######## window_gen ########
**window_gen: met3 routing**

(1.5 px per um)
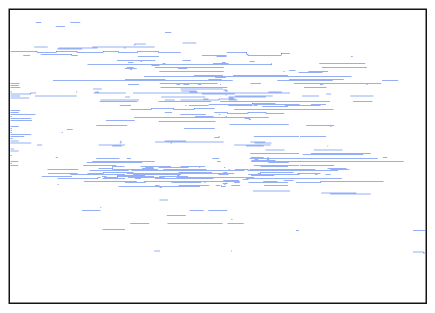
**src/rtl/cnn_pkg.sv**
```systemverilog
// Shared constants for the CNN front end: pixel width, kernel size and
// default image geometry, plus the window generator state encoding.
package cnn_pkg;

  localparam int PIX_W     = 8;
  localparam int KSIZE     = 3;
  localparam int NUM_TAPS  = KSIZE * KSIZE;
  localparam int IMG_W_DEF = 28;
  localparam int IMG_H_DEF = 28;

  typedef enum logic {
    ST_FILL = 1'b0,
    ST_EMIT = 1'b1
  } win_state_e;

endpackage

```
**src/rtl/line_buffer.sv**
```systemverilog
// One image row of pixels: synchronous write, combinational read on the same
// address so a read-before-write value is available in the write cycle.
module line_buffer
  import cnn_pkg::*;
#(
  parameter int DEPTH = IMG_W_DEF,
  parameter int AW    = $clog2(DEPTH)
) (
  input  logic             clk,
  input  logic             we,
  input  logic [AW-1:0]    addr,
  input  logic [PIX_W-1:0] wdata,
  output logic [PIX_W-1:0] rdata
);

  logic [PIX_W-1:0] mem_q [DEPTH];

  // Contents are deliberately not reset; the window gating hides stale rows.
  always_ff @(posedge clk) begin
    if (we) begin
      mem_q[addr] <= wdata;
    end
  end

  assign rdata = mem_q[addr];

endmodule

```
**src/rtl/window_gen.sv**
```systemverilog
// 3x3 sliding window generator over a raster pixel stream. Each complete
// window is presented for three cycles with sel stepping 0,1,2.
module window_gen
  import cnn_pkg::*;
#(
  parameter int IMG_W = IMG_W_DEF,
  parameter int IMG_H = IMG_H_DEF
) (
  input  logic             clk,
  input  logic             rst,
  input  logic [PIX_W-1:0] pix_in,
  input  logic             pix_valid,
  output logic             pix_ready,
  output logic [PIX_W-1:0] win_data0,
  output logic [PIX_W-1:0] win_data1,
  output logic [PIX_W-1:0] win_data2,
  output logic [PIX_W-1:0] win_data3,
  output logic [PIX_W-1:0] win_data4,
  output logic [PIX_W-1:0] win_data5,
  output logic [PIX_W-1:0] win_data6,
  output logic [PIX_W-1:0] win_data7,
  output logic [PIX_W-1:0] win_data8,
  output logic [1:0]       sel,
  output logic             win_valid,
  output logic             win_last,
  output logic             frame_done,
  output logic             dbg_state
);

  localparam int CW = $clog2(IMG_W);
  localparam int RW = $clog2(IMG_H);
  localparam logic [CW-1:0] COL_MAX = CW'(IMG_W - 1);
  localparam logic [RW-1:0] ROW_MAX = RW'(IMG_H - 1);
  localparam logic [CW-1:0] COL_TWO = CW'(2);
  localparam logic [RW-1:0] ROW_TWO = RW'(2);

  win_state_e       state_q, state_d;
  logic [CW-1:0]    col_q, col_d;
  logic [RW-1:0]    row_q, row_d;
  logic [1:0]       sel_q, sel_d;
  logic             last_q, last_d;
  logic             done_q, done_d;
  logic [PIX_W-1:0] win_q [NUM_TAPS];
  logic [PIX_W-1:0] win_d [NUM_TAPS];

  logic             accept;
  logic [PIX_W-1:0] lb0_rd;
  logic [PIX_W-1:0] lb1_rd;

  // Handshake: a pixel transfers on a cycle where pix_valid and pix_ready are
  // both high; pix_ready is high exactly in FILL and nothing else moves state.
  assign pix_ready = (state_q == ST_FILL);
  assign accept    = pix_valid && pix_ready;

  // lb0 holds the previous row, lb1 the row before that.
  line_buffer #(.DEPTH(IMG_W), .AW(CW)) u_lb0 (
    .clk   (clk),
    .we    (accept),
    .addr  (col_q),
    .wdata (pix_in),
    .rdata (lb0_rd)
  );

  line_buffer #(.DEPTH(IMG_W), .AW(CW)) u_lb1 (
    .clk   (clk),
    .we    (accept),
    .addr  (col_q),
    .wdata (lb0_rd),
    .rdata (lb1_rd)
  );

  always_comb begin
    state_d = state_q;
    col_d   = col_q;
    row_d   = row_q;
    sel_d   = sel_q;
    last_d  = last_q;
    done_d  = 1'b0;
    for (int i = 0; i < NUM_TAPS; i++) begin
      win_d[i] = win_q[i];
    end

    case (state_q)
      ST_FILL: begin
        if (accept) begin
          for (int r = 0; r < KSIZE; r++) begin
            win_d[r*KSIZE]     = win_q[r*KSIZE + 1];
            win_d[r*KSIZE + 1] = win_q[r*KSIZE + 2];
          end
          win_d[2] = lb1_rd;
          win_d[5] = lb0_rd;
          win_d[8] = pix_in;

          if (col_q == COL_MAX) begin
            col_d = '0;
            row_d = (row_q == ROW_MAX) ? '0 : row_q + RW'(1);
          end else begin
            col_d = col_q + CW'(1);
          end

          // Only a pixel at row>=2, col>=2 closes a window lying wholly in this frame.
          if (row_q >= ROW_TWO && col_q >= COL_TWO) begin
            state_d = ST_EMIT;
            sel_d   = 2'd0;
            last_d  = (row_q == ROW_MAX) && (col_q == COL_MAX);
          end
        end
      end
      ST_EMIT: begin
        if (sel_q == 2'd2) begin
          state_d = ST_FILL;
          sel_d   = 2'd0;
          last_d  = 1'b0;
          done_d  = last_q;
        end else begin
          sel_d = sel_q + 2'd1;
        end
      end
      default: begin
        state_d = ST_FILL;
        sel_d   = 2'd0;
        last_d  = 1'b0;
      end
    endcase
  end

  always_ff @(posedge clk) begin
    if (!rst) begin
      state_q <= ST_FILL;
      col_q   <= '0;
      row_q   <= '0;
      sel_q   <= 2'd0;
      last_q  <= 1'b0;
      done_q  <= 1'b0;
      for (int i = 0; i < NUM_TAPS; i++) begin
        win_q[i] <= '0;
      end
    end else begin
      state_q <= state_d;
      col_q   <= col_d;
      row_q   <= row_d;
      sel_q   <= sel_d;
      last_q  <= last_d;
      done_q  <= done_d;
      for (int i = 0; i < NUM_TAPS; i++) begin
        win_q[i] <= win_d[i];
      end
    end
  end

  assign win_data0  = win_q[0];
  assign win_data1  = win_q[1];
  assign win_data2  = win_q[2];
  assign win_data3  = win_q[3];
  assign win_data4  = win_q[4];
  assign win_data5  = win_q[5];
  assign win_data6  = win_q[6];
  assign win_data7  = win_q[7];
  assign win_data8  = win_q[8];
  assign sel        = sel_q;
  assign win_valid  = (state_q == ST_EMIT);
  assign win_last   = last_q;
  assign frame_done = done_q;
  assign dbg_state  = state_q;

endmodule

```
**config.mk**
```make
export PLATFORM = sky130hd
export DESIGN_NAME = window_gen
export DESIGN_NICKNAME = d
export VERILOG_FILES = /design/src/rtl/cnn_pkg.sv /design/src/rtl/line_buffer.sv /design/src/rtl/window_gen.sv
export SDC_FILE = /design/constraint.sdc
export NUM_CORES = 1
export LEC_CHECK = 0
export CORE_ASPECT_RATIO = 0.7
export CORE_MARGIN = 2
export CORE_UTILIZATION = 40
export CTS_CLUSTER_SIZE = 16
export DETAILED_ROUTE_END_ITERATION = 8
export GPL_TIMING_DRIVEN = 0
export HOLD_SLACK_MARGIN = 0.03
export PLACE_DENSITY = 0.68
export RECOVER_POWER = 25
export SLEW_MARGIN = 10
export SYNTH_ARGS = -nofsm -noshare
export SYNTH_HDL_FRONTEND = slang
export SYNTH_SLANG_ARGS = --single-unit
```
**constraint.sdc**
```tcl
create_clock -name clk -period 5.6 [get_ports clk]
set_clock_uncertainty 0.15 [all_clocks]
set_input_delay 1.68 -clock clk [delete_from_list [all_inputs] [get_ports clk]]
set_output_delay 1.68 -clock clk [all_outputs]
set_load 0.1 [all_outputs]
```
==> impl_metrics.ini <==
; yosys + openroad results
[outcome]
status = complete, but fails checks
violated_checks = capacitance limit, slew limit

[final_timing]
fin_max_slew_vios = 84
finalSetupViolations = 0
worst_slew_margin_rel_pct = -79.4

[place]
placedCellCount = 2058

[grt]
global_route.usage.met2_pct = 25.6

[clock_tree]
htree_num_levels = 2
clkSlewWorstSetupHoldPaths_ns = 0.06

[job]
max_cap_viols = 5

[finish]
comb_share_pct = 21.0
layout_top_cells_excl_fill_tap = 448 x edfxtp_1, 141 x nand2_1, 126 x mux2i_1, 92 x dfxtp_1, 79 x clkdlybuf4s50_1
top_area_cell_class = sequential cells

[die]
rows = 69

[pwr]
power.ir.vdd_worst_mv = 0.216

[logic_synthesis]
synth-edff-count = 448
About 'met3 routing' of window_gen:
share of all routed wire	10%
longest straight run	138 um
nets with wire on the layer	175
wire length on this layer	5120 um
main direction	horizontal
met3 Resource Use GR: 5.68%
Routed Wire Length: 50.2 mm
total via count in the routed design: 11900

## state kept, by name, indices dropped and copies added, names as in the netlist, named ones only
signal       count
col_q            5
row_q            5
win_q           72
dbg_state        1
win_last         1
u_lb0.mem_q    224
frame_done       1
u_lb1.mem_q    224
sel              2
## where the power goes
group	switching [mW]	internal, mW	total [mW]	leakage [nW]
Clock	1.40	1.69	3.08	0.699
Sequential	0.0276	4.44	4.47	4.78
Combinational	0.506	0.218	0.723	2.33
## metrics by stage
step	hold WS [ns]	setup TNS [ns]
floorplan	0.333	0
global placement	0.302	-124.06
detailed placement	0.307	0
CTS	0.314	0
global route	0.339	0
finish	0.311	0

######## cmp_arbiter ########
**cmp_arbiter: cells coloured by class**

(3 px per um) Fill, decap, tap and diode cells in grey.
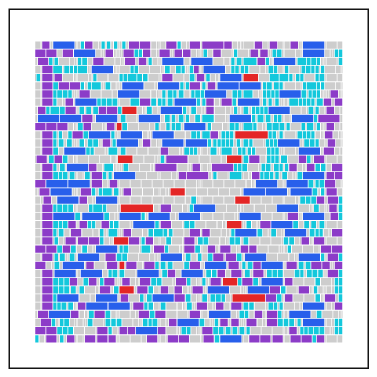
**cmp_arbiter: selected gate families**

(3 px per um)
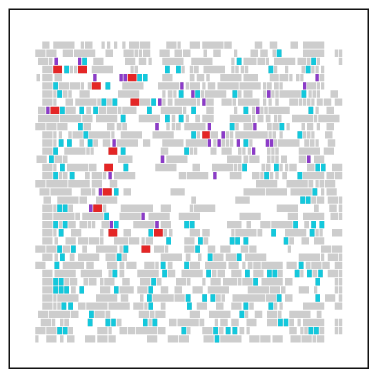
File: src/rtl/cmp_arbiter.sv
// Round-robin arbiter that shares one branch comparator between the branch unit and the
// ALU SLT/SLTU path; decodes branch funct3 and returns registered, single-pulse results.
module cmp_arbiter #(
   parameter int XLEN  = 32,
   parameter int CNT_W = 16
) (
   input  logic             clk,
   input  logic             rst_n,
   input  logic             br_valid,
   output logic             br_ready,
   input  logic [2:0]       br_funct3,
   input  logic [XLEN-1:0]  br_rs1,
   input  logic [XLEN-1:0]  br_rs2,
   output logic             br_resp_valid,
   output logic             br_taken,
   output logic             br_illegal,
   input  logic             slt_valid,
   output logic             slt_ready,
   input  logic             slt_uns,
   input  logic [XLEN-1:0]  slt_rs1,
   input  logic [XLEN-1:0]  slt_rs2,
   output logic             slt_resp_valid,
   output logic [XLEN-1:0]  slt_result,
   output logic [XLEN-1:0]  cmp_a,
   output logic [XLEN-1:0]  cmp_b,
   output logic             cmp_un,
   input  logic             cmp_eq,
   input  logic             cmp_lt,
   output logic [CNT_W-1:0] stall_cnt,
   output logic             dbgState
);

   typedef enum logic {IDLE = 1'b0, EVAL = 1'b1} state_t;

   state_t     state;
   logic       lastGrantSlt;
   logic       curIsSlt;
   logic [2:0] curFunct3;
   logic       isIdle;
   logic       brAccept;
   logic       sltAccept;
   logic       stallHit;
   logic       takenDec;
   logic       illegalDec;

   // Handshake: a request transfers on a cycle where valid & ready are both high. Ready is
   // a function of state, the other requester's valid and last_grant only, so a requester
   // may hold valid indefinitely; the two readies are never high together while both are valid.
   assign isIdle    = rst_n && (state == IDLE);
   assign br_ready  = isIdle && (!slt_valid || lastGrantSlt);
   assign slt_ready = isIdle && (!br_valid  || !lastGrantSlt);
   assign brAccept  = br_valid  && br_ready;
   assign sltAccept = slt_valid && slt_ready;
   assign stallHit  = (br_valid && !br_ready) || (slt_valid && !slt_ready);
   assign dbgState  = state;

   always_comb begin
      takenDec   = 1'b0;
      illegalDec = 1'b0;
      case (curFunct3)
         3'b000:          takenDec   = cmp_eq;
         3'b001:          takenDec   = !cmp_eq;
         3'b100, 3'b110:  takenDec   = cmp_lt;
         3'b101, 3'b111:  takenDec   = !cmp_lt;
         default:         illegalDec = 1'b1;
      endcase
   end

   always_ff @(posedge clk) begin
      if (!rst_n) begin
         state          <= IDLE;
         lastGrantSlt   <= 1'b1;
         curIsSlt       <= 1'b0;
         curFunct3      <= 3'b000;
         cmp_a          <= '0;
         cmp_b          <= '0;
         cmp_un         <= 1'b0;
         br_resp_valid  <= 1'b0;
         br_taken       <= 1'b0;
         br_illegal     <= 1'b0;
         slt_resp_valid <= 1'b0;
         slt_result     <= '0;
         stall_cnt      <= '0;
      end else begin
         br_resp_valid  <= 1'b0;
         slt_resp_valid <= 1'b0;
         if (stallHit && (stall_cnt != {CNT_W{1'b1}}))
            stall_cnt <= stall_cnt + CNT_W'(1);
         case (state)
            IDLE: begin
               if (brAccept) begin
                  cmp_a        <= br_rs1;
                  cmp_b        <= br_rs2;
                  cmp_un       <= br_funct3[1];
                  curIsSlt     <= 1'b0;
                  curFunct3    <= br_funct3;
                  lastGrantSlt <= 1'b0;
                  state        <= EVAL;
               end else if (sltAccept) begin
                  cmp_a        <= slt_rs1;
                  cmp_b        <= slt_rs2;
                  cmp_un       <= slt_uns;
                  curIsSlt     <= 1'b1;
                  lastGrantSlt <= 1'b1;
                  state        <= EVAL;
               end
            end
            EVAL: begin
               // Comparator outputs settle on the operands registered last cycle.
               if (curIsSlt) begin
                  slt_result     <= {{(XLEN-1){1'b0}}, cmp_lt};
                  slt_resp_valid <= 1'b1;
               end else begin
                  br_taken      <= takenDec;
                  br_illegal    <= illegalDec;
                  br_resp_valid <= 1'b1;
               end
               state <= IDLE;
            end
            default: state <= IDLE;
         endcase
      end
   end

endmodule
File: config.mk
export PLATFORM = sky130hd
export DESIGN_NAME = cmp_arbiter
export DESIGN_NICKNAME = d
export VERILOG_FILES = /design/src/rtl/cmp_arbiter.sv
export SDC_FILE = /design/constraint.sdc
export NUM_CORES = 1
export LEC_CHECK = 0
export ABC_AREA = 1
export CAP_MARGIN = 20
export CORE_MARGIN = 8
export CORE_UTILIZATION = 41
export DETAILED_ROUTE_END_ITERATION = 6
export PLACE_DENSITY_LB_ADDON = 0.1
export SETUP_SLACK_MARGIN = 0.05
export SLEW_MARGIN = 20
export SYNTH_ARGS = -nofsm -noshare
export SYNTH_HDL_FRONTEND = slang
export SYNTH_SLANG_ARGS = --single-unit
export TNS_END_PERCENT = 10
File: constraint.sdc
create_clock -name clk -period 2.6 [get_ports clk]
set_clock_uncertainty 0.05 [all_clocks]
set_input_delay 0.65 -clock clk [delete_from_list [all_inputs] [get_ports clk]]
set_output_delay 0.65 -clock clk [all_outputs]
set_load 0.1 [all_outputs]
==> impl_metrics.ini <==
; yosys + openroad results
[logic_synthesis]
yosys.cell_types.count = 25
synth-area-yosys_um2 = 4360
adder_share_pct = 0.287
synth.mux.area_fraction_pct = 0
synth_cells = 612

[drt]
route.final.wire_length_mm = 15.5
route.vias.total = 4813
detailedRoute.firstIterationViolations = 314
detail-route-antenna-nets = 0
highest_layer = met4
drc = 0
routed_wire_length_per_instance_um = 16.1

[die]
die_width_um = 119
ios = 258
chipHeight_um = 119
tap_cells = 136
initial_utilization_pct = 42.2

[clock_tree]
htree_num_levels = 3
clock.latency.late_pin_ns = 0.35

[finish]
n_clock_buffer = 10
logic_area_um2 = 2090
layout.filler_cells = 918
syn_to_final_growth_pct = 52.5
comb.multi_input.count = 447

[pwr]
power.ir.vdd_worst_mv = 0.316

[grt]
grt-ovfl-total = 0
antenna_found_initial = 0
first_global_vias = 4712
grt_start_max_net_pins = 74

[final_timing]
setup_total_negative_slack_ns = 0
minimum_clock_period_ns = 2.38
finalSetupViolations = 0

[outcome]
status = finished, final reports clean

[hold_path]
hold_critical_path_depth = 2
hp-start = br_taken

[place]
post_dp_cell_area_um2 = 6410
dpl_worst_slack_ns = 0.227
detailed_place_hpwl_mm = 11.7

[worst_setup_path]
cp_data_required_time_ns = 1.90

[job]
tool_warnings = 26
About 'cells coloured by class' of cmp_arbiter:
colour	class	cells	share of their area
red	clock drivers and dummy loads	15	3.7%
blue	sequential cells	92	28%
purple	remaining buffers and delay cells	236	34%
cyan	combinational and other logic	481	34%
core area: 10300 um2
number of core rows: 37
end-of-flow core utilization: 64.4%
cell area after layout: 6650 um2
Seq/total area: 27.7%

About 'selected gate families' of cmp_arbiter:
colour	family	cells	most used
cyan	aoi and oai cells	142	o21ai_0
red	non-inverting ao/oa cells	14	a31o_1
purple	inv cells	34	inv_1
final instance count without filler cells: 960
Comb area share: 31.4%
leading cell type in the layout, fill and taps excluded: clkdlybuf4s50_1

-- critical path: stages --
cell and delay, ns:
clkdlybuf4s50_1 0.53, inv_1 0.07, o21a_1 0.24, buf_12 0.19
-- sequential cells by signal, indices dropped and copies added (netlist names), 3 cells and up --
register,flops
cmp_a,32
cmp_b,32
curFunct3,3
stall_cnt,16
-- report_power, final --
group / total (mW) / switching [mW] / internal [mW]
Sequential: 1.61 / 0.0756 / 1.54
Combinational: 1.90 / 1.43 / 0.467
Clock: 1.16 / 0.499 / 0.657
Total: 4.67 / 2.00 / 2.66


==> layout pictures side by side <==
Congestion heat map.
Plate I
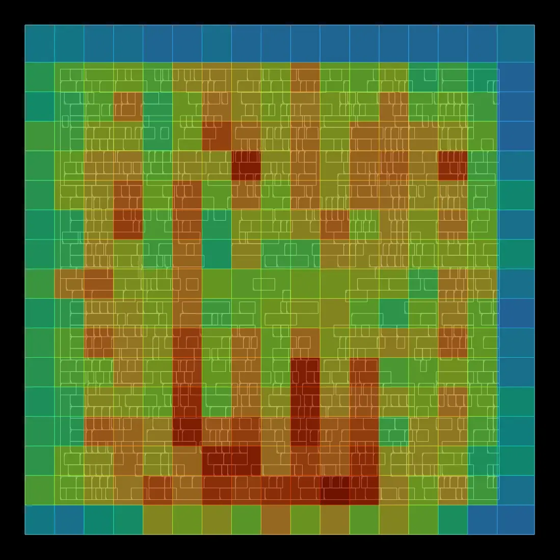
Plate II
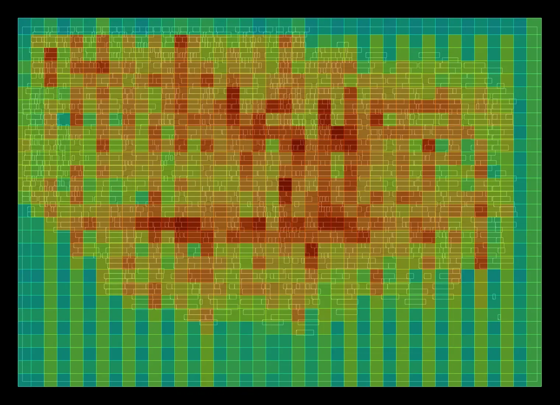
- Plate II = window_gen
- Plate I = cmp_arbiter
The one with the highest utilization is Plate I.
The one with the most wire per cell is Plate II.


==> gallery <==
Cells by drive strength.
picture 1
(3 px per um)
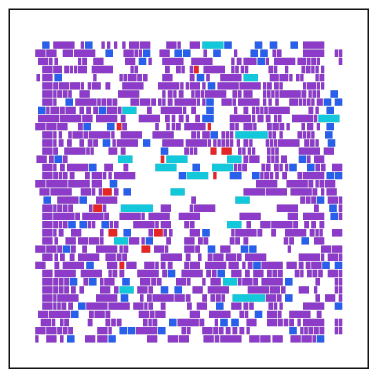
picture 2
(1.5 px per um)
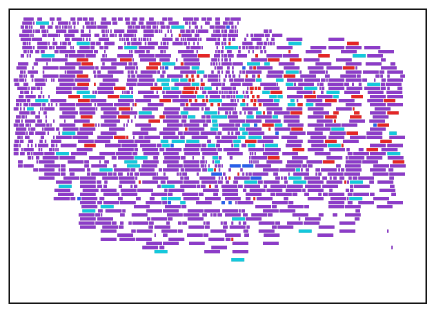
Of these, most cells: picture 2
Of these, largest die: picture 2
- window_gen = picture 2
- cmp_arbiter = picture 1

Key to picture 1:
colour	size	cells	share
cyan	_6 and larger	19	2.3%
red	_2 cells	13	1.6%
purple	_0 and _1 cells	697	85%
blue	_3 and _4 cells	95	12%

Power figures rest on the tool's default switching activity, not on a simulated workload.
